######## block 1 ########
Figure 1. I/O pins on the die edge (block 1).
Pins as bars across the die edge, other pins in grey.
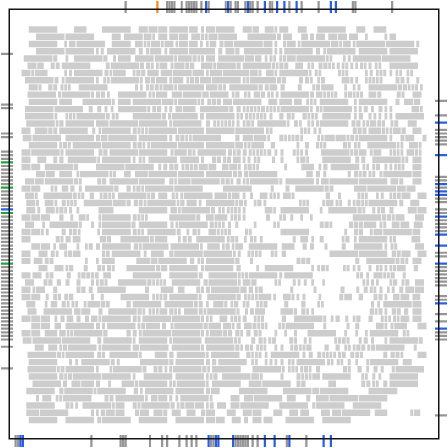

===== src/rtl/store_buffer.sv =====
// store_buffer: lane-shifting store FIFO draining to data memory with load-hazard detection
module store_buffer #(
  parameter int DEPTH = 4,
  parameter int CW = 3
) (
  input  logic          clk,
  input  logic          rst,
  input  logic          st_valid,
  input  logic [3:0]    st_wen,
  input  logic [31:0]   st_addr,
  input  logic [31:0]   st_data,
  output logic          st_ready,
  input  logic          ld_valid,
  input  logic [31:0]   ld_addr,
  output logic          ld_hazard,
  output logic          mem_req,
  input  logic          mem_ack,
  output logic [31:0]   mem_addr,
  output logic [3:0]    mem_wen,
  output logic [31:0]   mem_din,
  output logic          empty,
  output logic [CW-1:0] count
);
  localparam int AW = $clog2(DEPTH);
  logic [29:0] q_addr [DEPTH];
  logic [3:0] q_wen [DEPTH];
  logic [31:0] q_data [DEPTH];
  logic [DEPTH-1:0] vld;
  logic [AW-1:0] wptr, rptr;
  logic [4:0] sh;
  logic enq, deq, hit, unused_lsb;
  assign unused_lsb = ^{st_addr[1:0], ld_addr[1:0]};
  assign empty = count == '0;
  assign st_ready = !rst && count != CW'(DEPTH);
  assign mem_req = !rst && !empty;
  assign enq = st_valid && st_ready && st_wen != 4'b0;
  assign deq = mem_req && mem_ack;
  assign sh = st_wen[0] ? 5'd0 : st_wen[1] ? 5'd8 : st_wen[2] ? 5'd16 : 5'd24;
  assign mem_addr = empty ? 32'b0 : {q_addr[rptr], 2'b00};
  assign mem_wen = empty ? 4'b0 : q_wen[rptr];
  assign mem_din = empty ? 32'b0 : q_data[rptr];
  assign ld_hazard = !rst && ld_valid && hit;
  always_comb begin
    hit = enq && st_addr[31:2] == ld_addr[31:2];
    for (int i = 0; i < DEPTH; i++) hit = hit || (vld[i] && q_addr[i] == ld_addr[31:2]);
  end
  always_ff @(posedge clk) begin
    if (rst) begin
      wptr <= '0;
      rptr <= '0;
      count <= '0;
      vld <= '0;
    end else begin
      if (enq) begin
        vld[wptr] <= 1'b1;
        wptr <= wptr + 1'b1;
      end
      if (deq) begin
        vld[rptr] <= 1'b0;
        rptr <= rptr + 1'b1;
      end
      count <= count + CW'(enq) - CW'(deq);
    end
  end
  always_ff @(posedge clk) begin
    if (enq) begin
      q_addr[wptr] <= st_addr[31:2];
      q_wen[wptr] <= st_wen;
      q_data[wptr] <= st_data << sh;
    end
  end
endmodule

===== config.mk =====
export PLATFORM = sky130hd
export DESIGN_NAME = store_buffer
export DESIGN_NICKNAME = d
export VERILOG_FILES = /design/src/rtl/store_buffer.sv
export SDC_FILE = /design/constraint.sdc
export NUM_CORES = 1
export LEC_CHECK = 0
export ABC_AREA = 1
export CAP_MARGIN = 10
export CORE_MARGIN = 4
export CORE_UTILIZATION = 59
export CTS_BUF_LIST = sky130_fd_sc_hd__clkbuf_4 sky130_fd_sc_hd__clkbuf_8
export CTS_CLUSTER_DIAMETER = 200
export DETAILED_ROUTE_END_ITERATION = 6
export GPL_TIMING_DRIVEN = 0
export PLACE_DENSITY = 0.84
export SETUP_SLACK_MARGIN = 0.2
export SLEW_MARGIN = 40
export SYNTH_ARGS = -nofsm -noshare
export SYNTH_HDL_FRONTEND = slang
export SYNTH_SLANG_ARGS = --single-unit

===== constraint.sdc =====
create_clock -name clk -period 8 [get_ports clk]
set_input_delay 2 -clock clk [delete_from_list [all_inputs] [get_ports clk]]
set_output_delay 2 -clock clk [all_outputs]
set_load 0.01 [all_outputs]

######## block 2 ########
## config.mk

```make
export PLATFORM = sky130hd
export DESIGN_NAME = ls_usb_receiver
export DESIGN_NICKNAME = d
export VERILOG_FILES = /design/src/rtl/ls_usb_receiver.sv
export SDC_FILE = /design/constraint.sdc
export NUM_CORES = 1
export LEC_CHECK = 0
export ABC_AREA = 1
export CORE_MARGIN = 2
export CORE_UTILIZATION = 52
export DETAILED_ROUTE_END_ITERATION = 6
export PLACE_DENSITY = 0.77
export SLEW_MARGIN = 20
export SYNTH_ARGS = -nofsm -noshare
export SYNTH_HDL_FRONTEND = slang
export SYNTH_SLANG_ARGS = --single-unit
```

## constraint.sdc

```tcl
create_clock -name clk -period 2.48 [get_ports clk]
set_clock_uncertainty 0.05 [all_clocks]
set_input_delay 0.744 -clock clk [delete_from_list [all_inputs] [get_ports clk]]
set_output_delay 0.744 -clock clk [all_outputs]
set_load 0.01 [all_outputs]
```

## src/rtl/ls_usb_receiver.sv

```systemverilog
// Low-speed USB receive path: line synchronizer, oversampled bit recovery, NRZI decode,
// SYNC detection, bit de-stuffing, LSB-first byte assembly and EOP detection.
module ls_usb_receiver #(
    parameter int unsigned OVERSAMPLE     = 8,
    parameter int unsigned SYNC_MIN_ZEROS = 5
) (
    input  logic       clk,
    input  logic       rst,
    input  logic       dp_in,
    input  logic       dm_in,
    input  logic       rx_enable,
    output logic [7:0] data_out,
    output logic       data_valid,
    output logic       sop,
    output logic       eop,
    output logic       stuff_err,
    output logic       align_err,
    output logic       rx_active
);

    localparam int unsigned PW = $clog2(OVERSAMPLE);
    localparam logic [PW-1:0] SampleAt = PW'(OVERSAMPLE / 2 - 1);
    localparam logic [PW-1:0] PhaseMax = PW'(OVERSAMPLE - 1);
    localparam logic [2:0]    MinZeros = 3'(SYNC_MIN_ZEROS);

    // Line states encoded as {dp, dm}
    localparam logic [1:0] LineJ   = 2'b01;
    localparam logic [1:0] LineK   = 2'b10;
    localparam logic [1:0] LineSe0 = 2'b00;

    typedef enum logic [2:0] {StIdle, StSync, StData, StEop, StAbort} state_e;

    state_e      state_q, state_d;
    logic        dp_meta_q, dp_sync_q, dm_meta_q, dm_sync_q;
    logic [1:0]  line, line_last_q;
    logic [PW-1:0] phase_q, phase;
    logic        sample, nrzi_bit;
    logic [1:0]  prev_q, prev_d;
    logic [2:0]  zero_cnt_q, zero_cnt_d;
    logic [2:0]  ones_cnt_q, ones_cnt_d;
    logic [2:0]  bit_cnt_q, bit_cnt_d;
    logic [7:0]  shift_q, shift_d;
    logic        se0_seen_q, se0_seen_d;
    logic [7:0]  data_out_q, data_out_d;
    logic        data_valid_d, sop_d, eop_d, stuff_err_d, align_err_d;
    logic        rx_active_q, rx_active_d;
    logic        data_valid_q, sop_q, eop_q, stuff_err_q, align_err_q;

    // SE1 is folded into SE0
    assign line     = (dp_sync_q & dm_sync_q) ? LineSe0 : {dp_sync_q, dm_sync_q};
    assign phase    = (line != line_last_q) ? '0 : phase_q;
    assign sample   = (phase == SampleAt);
    assign nrzi_bit = (line == prev_q);

    always_comb begin
        state_d      = state_q;
        prev_d       = prev_q;
        zero_cnt_d   = zero_cnt_q;
        ones_cnt_d   = ones_cnt_q;
        bit_cnt_d    = bit_cnt_q;
        shift_d      = shift_q;
        se0_seen_d   = se0_seen_q;
        data_out_d   = data_out_q;
        rx_active_d  = rx_active_q;
        data_valid_d = 1'b0;
        sop_d        = 1'b0;
        eop_d        = 1'b0;
        stuff_err_d  = 1'b0;
        align_err_d  = 1'b0;

        if (sample) begin
            prev_d = line;
        end

        if (!rx_enable) begin
            state_d     = StIdle;
            prev_d      = LineJ;
            rx_active_d = 1'b0;
        end else begin
            unique case (state_q)
                StIdle: begin
                    prev_d = LineJ;
                    if (line == LineK && line_last_q == LineJ) begin
                        state_d    = StSync;
                        zero_cnt_d = '0;
                    end
                end
                StSync: begin
                    if (sample) begin
                        if (line == LineSe0) begin
                            state_d = StIdle;
                        end else if (!nrzi_bit) begin
                            zero_cnt_d = (zero_cnt_q == 3'd7) ? 3'd7 : zero_cnt_q + 3'd1;
                        end else if (zero_cnt_q >= MinZeros) begin
                            state_d     = StData;
                            sop_d       = 1'b1;
                            rx_active_d = 1'b1;
                            bit_cnt_d   = '0;
                            // The SYNC-terminating 1 counts toward the stuffing run
                            ones_cnt_d  = 3'd1;
                        end else begin
                            state_d = StIdle;
                        end
                    end
                end
                StData: begin
                    if (sample) begin
                        if (line == LineSe0) begin
                            state_d = StEop;
                        end else if (ones_cnt_q == 3'd6 && !nrzi_bit) begin
                            ones_cnt_d = '0;
                        end else if (ones_cnt_q == 3'd6) begin
                            stuff_err_d = 1'b1;
                            rx_active_d = 1'b0;
                            se0_seen_d  = 1'b0;
                            state_d     = StAbort;
                        end else begin
                            shift_d    = {nrzi_bit, shift_q[7:1]};
                            ones_cnt_d = nrzi_bit ? ones_cnt_q + 3'd1 : 3'd0;
                            if (bit_cnt_q == 3'd7) begin
                                bit_cnt_d    = '0;
                                data_out_d   = {nrzi_bit, shift_q[7:1]};
                                data_valid_d = 1'b1;
                            end else begin
                                bit_cnt_d = bit_cnt_q + 3'd1;
                            end
                        end
                    end
                end
                StEop: begin
                    if (sample && line != LineSe0) begin
                        eop_d       = 1'b1;
                        align_err_d = (line == LineK) || (bit_cnt_q != 3'd0);
                        rx_active_d = 1'b0;
                        state_d     = StIdle;
                    end
                end
                StAbort: begin
                    if (sample) begin
                        if (line == LineSe0) begin
                            se0_seen_d = 1'b1;
                        end else if (line == LineJ && se0_seen_q) begin
                            state_d = StIdle;
                        end
                    end
                end
                default: state_d = StIdle;
            endcase
        end
    end

    always_ff @(posedge clk) begin
        if (rst) begin
            dp_meta_q    <= 1'b0;
            dp_sync_q    <= 1'b0;
            dm_meta_q    <= 1'b1;
            dm_sync_q    <= 1'b1;
            line_last_q  <= LineJ;
            phase_q      <= '0;
            state_q      <= StIdle;
            prev_q       <= LineJ;
            zero_cnt_q   <= '0;
            ones_cnt_q   <= '0;
            bit_cnt_q    <= '0;
            shift_q      <= '0;
            se0_seen_q   <= 1'b0;
            data_out_q   <= '0;
            rx_active_q  <= 1'b0;
            data_valid_q <= 1'b0;
            sop_q        <= 1'b0;
            eop_q        <= 1'b0;
            stuff_err_q  <= 1'b0;
            align_err_q  <= 1'b0;
        end else begin
            dp_meta_q    <= dp_in;
            dp_sync_q    <= dp_meta_q;
            dm_meta_q    <= dm_in;
            dm_sync_q    <= dm_meta_q;
            line_last_q  <= line;
            phase_q      <= (phase == PhaseMax) ? '0 : phase + 1'b1;
            state_q      <= state_d;
            prev_q       <= prev_d;
            zero_cnt_q   <= zero_cnt_d;
            ones_cnt_q   <= ones_cnt_d;
            bit_cnt_q    <= bit_cnt_d;
            shift_q      <= shift_d;
            se0_seen_q   <= se0_seen_d;
            data_out_q   <= data_out_d;
            rx_active_q  <= rx_active_d;
            data_valid_q <= data_valid_d;
            sop_q        <= sop_d;
            eop_q        <= eop_d;
            stuff_err_q  <= stuff_err_d;
            align_err_q  <= align_err_d;
        end
    end

    assign data_out   = data_out_q;
    assign data_valid = data_valid_q;
    assign sop        = sop_q;
    assign eop        = eop_q;
    assign stuff_err  = stuff_err_q;
    assign align_err  = align_err_q;
    assign rx_active  = rx_active_q;

endmodule

```

######## block 3 ########
### config.mk
export PLATFORM = sky130hd
export DESIGN_NAME = axi4_lite_regfile_slave
export DESIGN_NICKNAME = d
export VERILOG_FILES = /design/src/rtl/axi4_lite_regfile_slave.sv
export SDC_FILE = /design/constraint.sdc
export NUM_CORES = 1
export LEC_CHECK = 0
export ABC_AREA = 1
export CAP_MARGIN = 25
export CORE_ASPECT_RATIO = 0.6
export CORE_MARGIN = 2
export CORE_UTILIZATION = 41
export CTS_BUF_LIST = sky130_fd_sc_hd__clkbuf_8
export DETAILED_ROUTE_END_ITERATION = 16
export GPL_ROUTABILITY_DRIVEN = 0
export HOLD_SLACK_MARGIN = 0.06
export PLACE_DENSITY_LB_ADDON = 0.15
export SYNTH_ARGS = -nofsm -noshare
export SYNTH_HDL_FRONTEND = slang
export SYNTH_SLANG_ARGS = --single-unit
### constraint.sdc
create_clock -name ACLK -period 2 [get_ports ACLK]
set_clock_uncertainty 0.1 [all_clocks]
set_input_delay 0.4 -clock ACLK [delete_from_list [all_inputs] [get_ports ACLK]]
set_output_delay 0.4 -clock ACLK [all_outputs]
set_load 0.01 [all_outputs]
### src/rtl/axi4_lite_regfile_slave.sv
// AXI4-Lite register-file slave: parametrised width/depth, per-register read-only mask.
// Optional write-complete pulse output wr_irq enabled by AXIL_REGFILE_WRITE_IRQ_EN.
module axi4_lite_regfile_slave #(
  parameter int unsigned          DATA_W   = 32,
  parameter int unsigned          ADDR_W   = 32,
  parameter int unsigned          NUM_REGS = 8,
  parameter logic [NUM_REGS-1:0]  RO_MASK  = '0
) (
  input  logic                ACLK,
  input  logic                ARESETN,
  input  logic [ADDR_W-1:0]   AWADDR,
  input  logic                AWVALID,
  output logic                AWREADY,
  input  logic [DATA_W-1:0]   WDATA,
  input  logic [DATA_W/8-1:0] WSTRB,
  input  logic                WVALID,
  output logic                WREADY,
  output logic [1:0]          BRESP,
  output logic                BVALID,
  input  logic                BREADY,
  input  logic [ADDR_W-1:0]   ARADDR,
  input  logic                ARVALID,
  output logic                ARREADY,
  output logic [DATA_W-1:0]   RDATA,
  output logic [1:0]          RRESP,
  output logic                RVALID,
  input  logic                RREADY
`ifdef AXIL_REGFILE_WRITE_IRQ_EN
  ,
  output logic                wr_irq
`endif
);

  localparam int unsigned StrbW    = DATA_W / 8;
  localparam int unsigned OffW     = $clog2(StrbW);
  localparam int unsigned IdxFullW = ADDR_W - OffW;
  localparam int unsigned IdxW     = (NUM_REGS > 1) ? $clog2(NUM_REGS) : 1;
  localparam logic [IdxFullW-1:0] NumRegsW = IdxFullW'(NUM_REGS);
  localparam logic [1:0] RespOkay   = 2'b00;
  localparam logic [1:0] RespSlvErr = 2'b10;

  logic                ready_q;
  logic                aw_held_q, w_held_q;
  logic [IdxFullW-1:0] aw_idx_q;
  logic [DATA_W-1:0]   wdata_q;
  logic [StrbW-1:0]    wstrb_q;
  logic                bvalid_q, rvalid_q;
  logic [1:0]          bresp_q, rresp_q;
  logic [DATA_W-1:0]   rdata_q;
  logic [DATA_W-1:0]   regs_q [NUM_REGS];

  logic                aw_hs, w_hs, ar_hs, commit;
  logic [IdxFullW-1:0] w_idx_full, r_idx_full;
  logic [IdxW-1:0]     w_idx, r_idx;
  logic [DATA_W-1:0]   wdata_sel;
  logic [StrbW-1:0]    wstrb_sel;
  logic                w_in_range, r_in_range, w_ok;

  // Byte-offset address bits carry no meaning for whole-register accesses.
  logic unused_addr_bits;
  assign unused_addr_bits = ^{AWADDR[OffW-1:0], ARADDR[OffW-1:0]};

  assign AWREADY = ready_q & ~aw_held_q & ~bvalid_q;
  assign WREADY  = ready_q & ~w_held_q & ~bvalid_q;
  assign ARREADY = ready_q & ~rvalid_q;
  assign BVALID  = bvalid_q;
  assign BRESP   = bresp_q;
  assign RVALID  = rvalid_q;
  assign RRESP   = rresp_q;
  assign RDATA   = rdata_q;

  assign aw_hs = AWVALID & AWREADY;
  assign w_hs  = WVALID & WREADY;
  assign ar_hs = ARVALID & ARREADY;

  // Address and data may come from a held copy or a same-cycle handshake.
  assign w_idx_full = aw_held_q ? aw_idx_q : AWADDR[ADDR_W-1:OffW];
  assign wdata_sel  = w_held_q ? wdata_q : WDATA;
  assign wstrb_sel  = w_held_q ? wstrb_q : WSTRB;
  assign commit     = (aw_held_q | aw_hs) & (w_held_q | w_hs);
  assign w_idx      = w_idx_full[IdxW-1:0];
  assign w_in_range = w_idx_full < NumRegsW;
  assign w_ok       = w_in_range & ~RO_MASK[w_idx];

  assign r_idx_full = ARADDR[ADDR_W-1:OffW];
  assign r_idx      = r_idx_full[IdxW-1:0];
  assign r_in_range = r_idx_full < NumRegsW;

  always_ff @(posedge ACLK or negedge ARESETN) begin
    if (!ARESETN) begin
      ready_q   <= 1'b0;
      aw_held_q <= 1'b0;
      w_held_q  <= 1'b0;
      aw_idx_q  <= '0;
      wdata_q   <= '0;
      wstrb_q   <= '0;
      bvalid_q  <= 1'b0;
      bresp_q   <= 2'b00;
      for (int i = 0; i < int'(NUM_REGS); i++) begin
        regs_q[i] <= '0;
      end
    end else begin
      ready_q <= 1'b1;
      if (bvalid_q && BREADY) begin
        bvalid_q <= 1'b0;
      end
      if (commit) begin
        aw_held_q <= 1'b0;
        w_held_q  <= 1'b0;
        bvalid_q  <= 1'b1;
        bresp_q   <= w_ok ? RespOkay : RespSlvErr;
        if (w_ok) begin
          for (int b = 0; b < int'(StrbW); b++) begin
            if (wstrb_sel[b]) begin
              regs_q[w_idx][b*8 +: 8] <= wdata_sel[b*8 +: 8];
            end
          end
        end
      end else begin
        if (aw_hs) begin
          aw_held_q <= 1'b1;
          aw_idx_q  <= AWADDR[ADDR_W-1:OffW];
        end
        if (w_hs) begin
          w_held_q <= 1'b1;
          wdata_q  <= WDATA;
          wstrb_q  <= WSTRB;
        end
      end
    end
  end

  // Reads sample regs_q before any same-edge write lands.
  always_ff @(posedge ACLK or negedge ARESETN) begin
    if (!ARESETN) begin
      rvalid_q <= 1'b0;
      rresp_q  <= 2'b00;
      rdata_q  <= '0;
    end else if (ar_hs) begin
      rvalid_q <= 1'b1;
      rresp_q  <= r_in_range ? RespOkay : RespSlvErr;
      rdata_q  <= r_in_range ? regs_q[r_idx] : '0;
    end else if (rvalid_q && RREADY) begin
      rvalid_q <= 1'b0;
    end
  end

`ifdef AXIL_REGFILE_WRITE_IRQ_EN
  logic wr_irq_q;
  assign wr_irq = wr_irq_q;

  always_ff @(posedge ACLK or negedge ARESETN) begin
    if (!ARESETN) begin
      wr_irq_q <= 1'b0;
    end else begin
      wr_irq_q <= commit & w_ok;
    end
  end
`endif

endmodule
Figure 2. Cell outlines without signal wires (block 1).
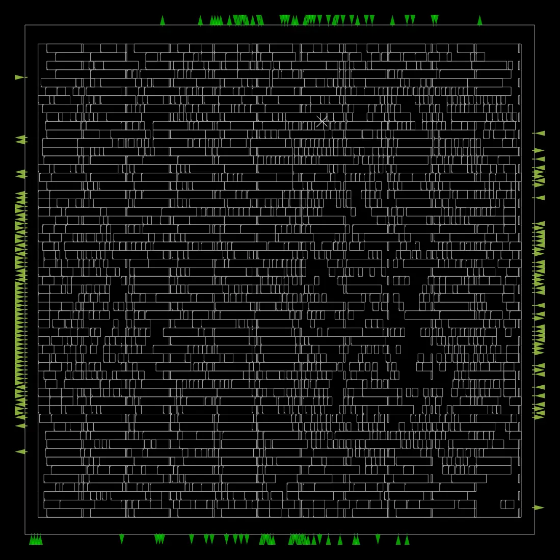
Seq Cell Count: 277
FILL cells: 1585

Notes on Figure 1 above:
Key: st_wen = green [pins 4, direction input, edge west]; st_addr = blue [pins 32, direction input, edge 11 south, 11 east, 9 north, 1 west]; st_ready = orange [pins 1, direction output, edge north]
All pins by edge: 60 west, 45 east, 39 north, 36 south.

==> reports/metrics.csv, block 1 <==
metric,value,unit
yosys_cells,1523,
ff_type,edfxtp_1,
route.detailed.drc,2,
initCoreUtil,60.5,%
period_minus_slack,6.64,ns
use_met1,44.4,%
slew_violations,0,
total_power,0.00444,W
violations,design-rule violations,
fin_skew,0.0256,ns
regMostFlops,q_data,
reg2reg_to,count[2],
worstMarginPinSlew,0.951,ns
ys_sh_adder,1.05,%
gr-usage-all-layers,35.2,%
dr.max_layer_used,met5,
synth-simple-area-share,16.6,%
ys_warn_count,0,
cts_buffers,46,
hold_path_class,flop to flop,
status,finished with violations,
path_class,input pin to output port,
core-area,22800,sq um
synthArstFlopShare,0,%
[block 1: area by class of cell]
type	instances	area, sq um	share of cell area (%)
timing repair buffer	181	2080	12.1
sequential	277	8190	47.6
buffer	71	368	2.14
antenna	2	5.00	0.0291
multi-input combinational	1014	4690	27.2
clock buffer	64	768	4.46
tap	313	392	2.28
clock inverter	17	115	0.669
inverter	162	608	3.53
[block 1: power breakdown]
group          switching (W)  total (W)  internal, W
Sequential         0.0000352    0.00171      0.00168
Clock               0.000584    0.00124     0.000656
Combinational       0.000904    0.00149     0.000588
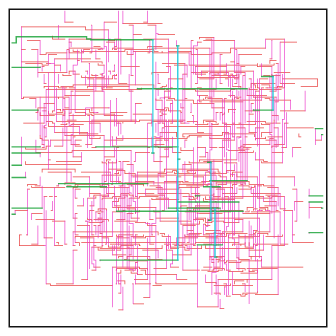
Figure 3: block 2, wiring by layer.
Key: met4 = cyan [wire length 104 microns]; met2 = magenta [wire length 2250 microns]; met1 = red [wire length 2200 microns]; met3 = green [wire length 250 microns]

==> reports/metrics.csv, block 2 <==
metric,value,unit
drtIter0Drc,119,
yosysSeqAreaShare,39.5,%
comb_area_share,44.0,%
ff_count,45,
hold_ws,0.364,ns
status,finished clean,
worstMarginPinSlew,0.472,ns
n_all_buffers,30,
viasPerCell,5.16,
drive_gt1_share,15.2,%
xor_area_share,0.769,%
fin_crit_sh,90.8,%
clock-root-buffer,clkbuf_8,
seq_area,902,sq um
fp-row-count,24,
use_met1,25.9,%
logic_gates,217,
block 2: worst min-delay path, stage by stage, from the launching register on:
cell and delay, ns:
dfxtp_1 0.31, inv_1 0.04, nor2_1 0.03
block 2: power by group:
group,switching (W),total [W],internal (W)
clock network,0.000287,0.000496,0.000209
logic,0.000156,0.000238,0.0000824
registers,0.0000115,0.000748,0.000736
total,0.000454,0.00148,0.00103
block 2: repair_timing:
item | in CTS | in global routing
buffers inserted | 0 | 4
pin swaps | 0 | 5
setup endpoints to repair | 3 | 25
gates resized | 1 | 6
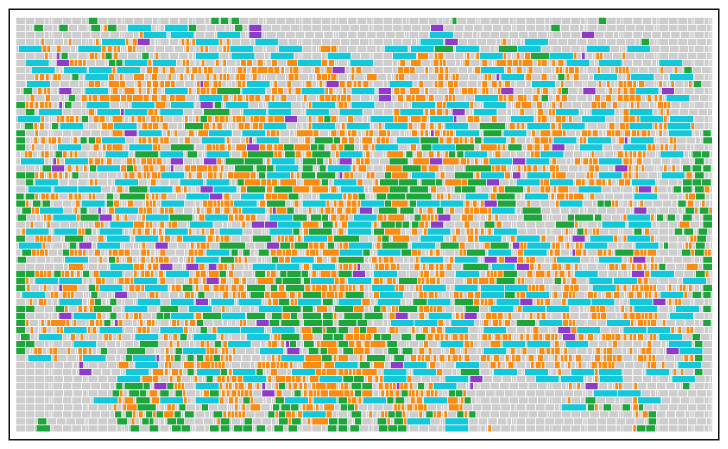
Figure 4: block 3, cell classes on the final placement.
Fill, decap, tap and diode cells in grey.
Key: flip-flops = cyan [cells 361, share of their area 37%]; other buffers and delay cells = green [cells 442, share of their area 21%]; clock drivers and dummy loads = purple [cells 99, share of their area 4.5%]; all other logic = orange [cells 1752, share of their area 38%]

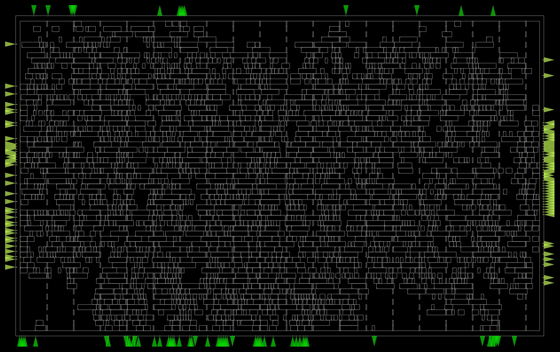
Figure 5: block 3, cell outlines without signal wires.
post-layout util: 58.4%
Core Region: 43300 sq um
# Taps: 579
Seq Cell Count: 361
non-filler cells, final: 3233

==> reports/metrics.csv, block 3 <==
metric,value,unit
numSynthFlops,361,
cpPeakStageDelay,0.41,ns
hold_path_class,input pin to async pin,
violations,negative setup slack,
grt_use_met3,6.48,%
setup_ws,-0.220,ns
yosysSeqAreaShare,50.4,%
regMostFlops,regs_q,
wl_met1,29.7,mm
setup_violations,259,
dr.max_layer_used,met4,
cp_cell_sequence,"buf_12, buf_8, buf_6, o21ai_4, buf_6, buf_6, nand2_8, buf_6, nor2_4, nand4_1, buf_6, nand2_4, nand2_2",
grt-ovfl-total,0,
crit_required,2.42,ns
reg2reg_setup_slack,-0.22,ns
cp.depth,13,
finalSetupTns,-39.87,ns
cts_max_level,2,
rsz0062_at_grt,yes,
crit_path_start_kind,flop,
clkTransAtPathRegs,0.07,ns
warnings,32,
drv_cap,0,
layout_top_cell,nand2_1,
synth_cells,2273,
mostFrequentLayoutCells,"nand2_1 (594), dfrtp_1 (359), nand4_1 (273), nand2_2 (193), o21ai_0 (189)",
slew_violations,0,
fp-row-count,59,
status,finished with violations,
block 3: area by class of cell:
| class | count | area share (%) |
|---|---|---|
| Multi-Input combinational cell | 1663 | 35.3 |
| Inverter | 89 | 1.49 |
| Sequential cell | 361 | 35.8 |
| Timing Repair Buffer | 442 | 20.3 |
| Tap cell | 579 | 2.87 |
| Clock buffer | 71 | 3.87 |
| Clock inverter | 28 | 0.475 |
block 3: kinds of logic after synthesis:
kind of cell | count (synthesis) | share of synthesized area, %
simple gates | 1353 | 33.3
flops | 361 | 50.4
compound gates | 300 | 9.09
buf+inv | 250 | 6.81
mux | 7 | 0.439
other cells | 2 | 0.0419


==> gallery <==
Clock distribution.
picture 1
The bar under the picture is 100 microns long.
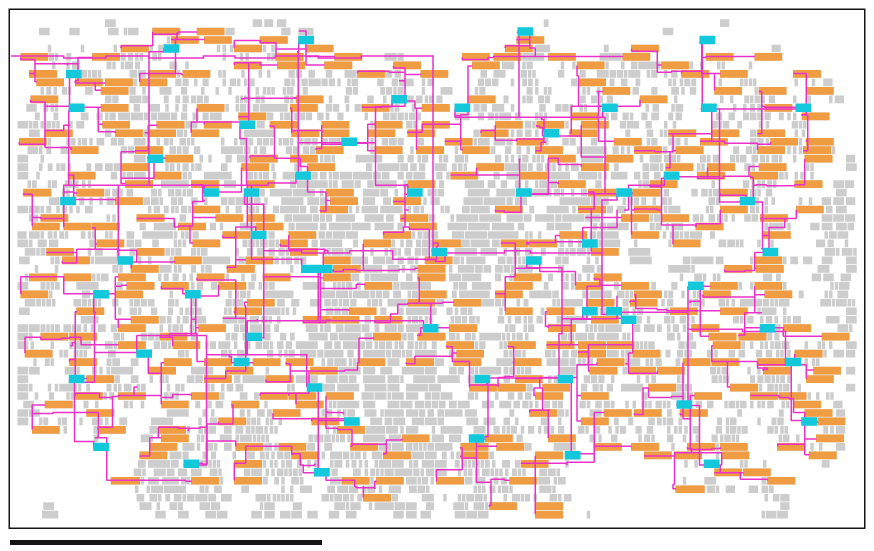
picture 2
The bar under the picture is 20 microns long.
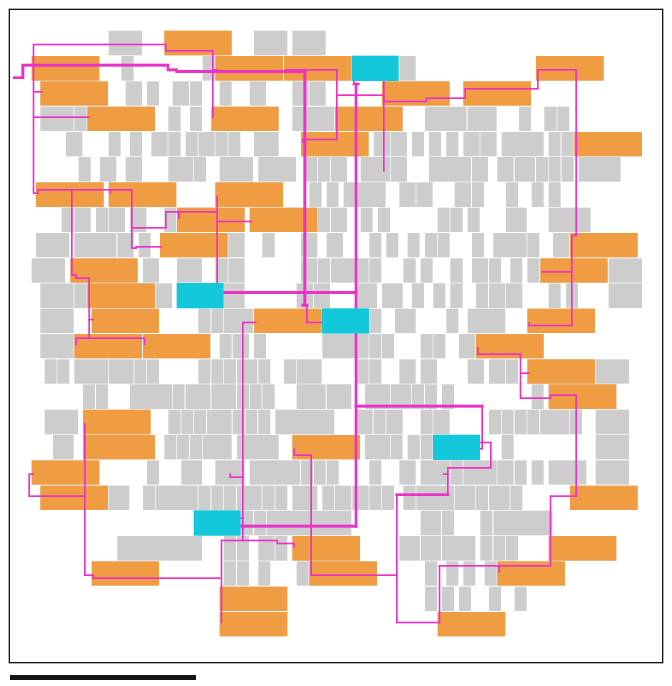
picture 3
The bar under the picture is 50 microns long.
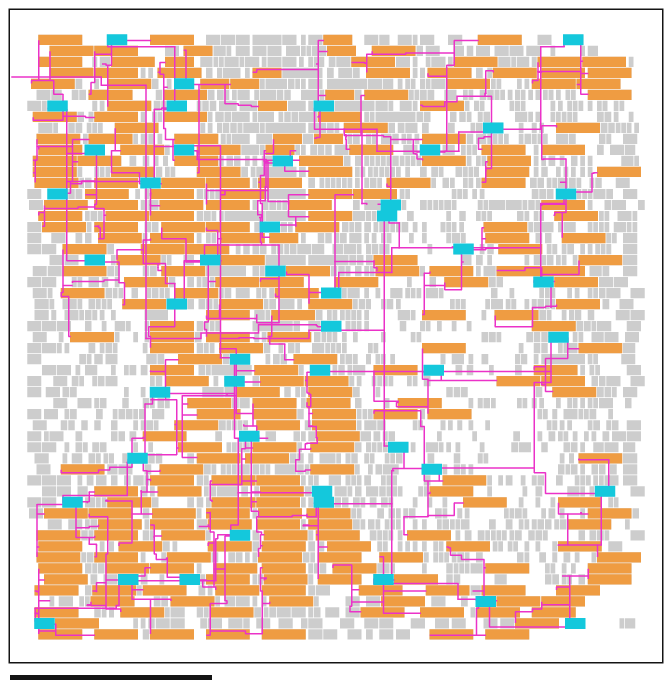
The one with the fewest sequential cells is picture 2.
The one with the largest die is picture 1.
Picture 3 comes from block 1.
Picture 1 comes from block 3.
Picture 2 comes from block 2.

Key to picture 3:
Key: clock wires = magenta [length 3570 microns]; flip-flops = orange [count 277]; cells driving clock nets = cyan [count 46]
There are 47 routed clock nets. Position of the flops: widely spread.

Power and IR drop assume default switching activity.
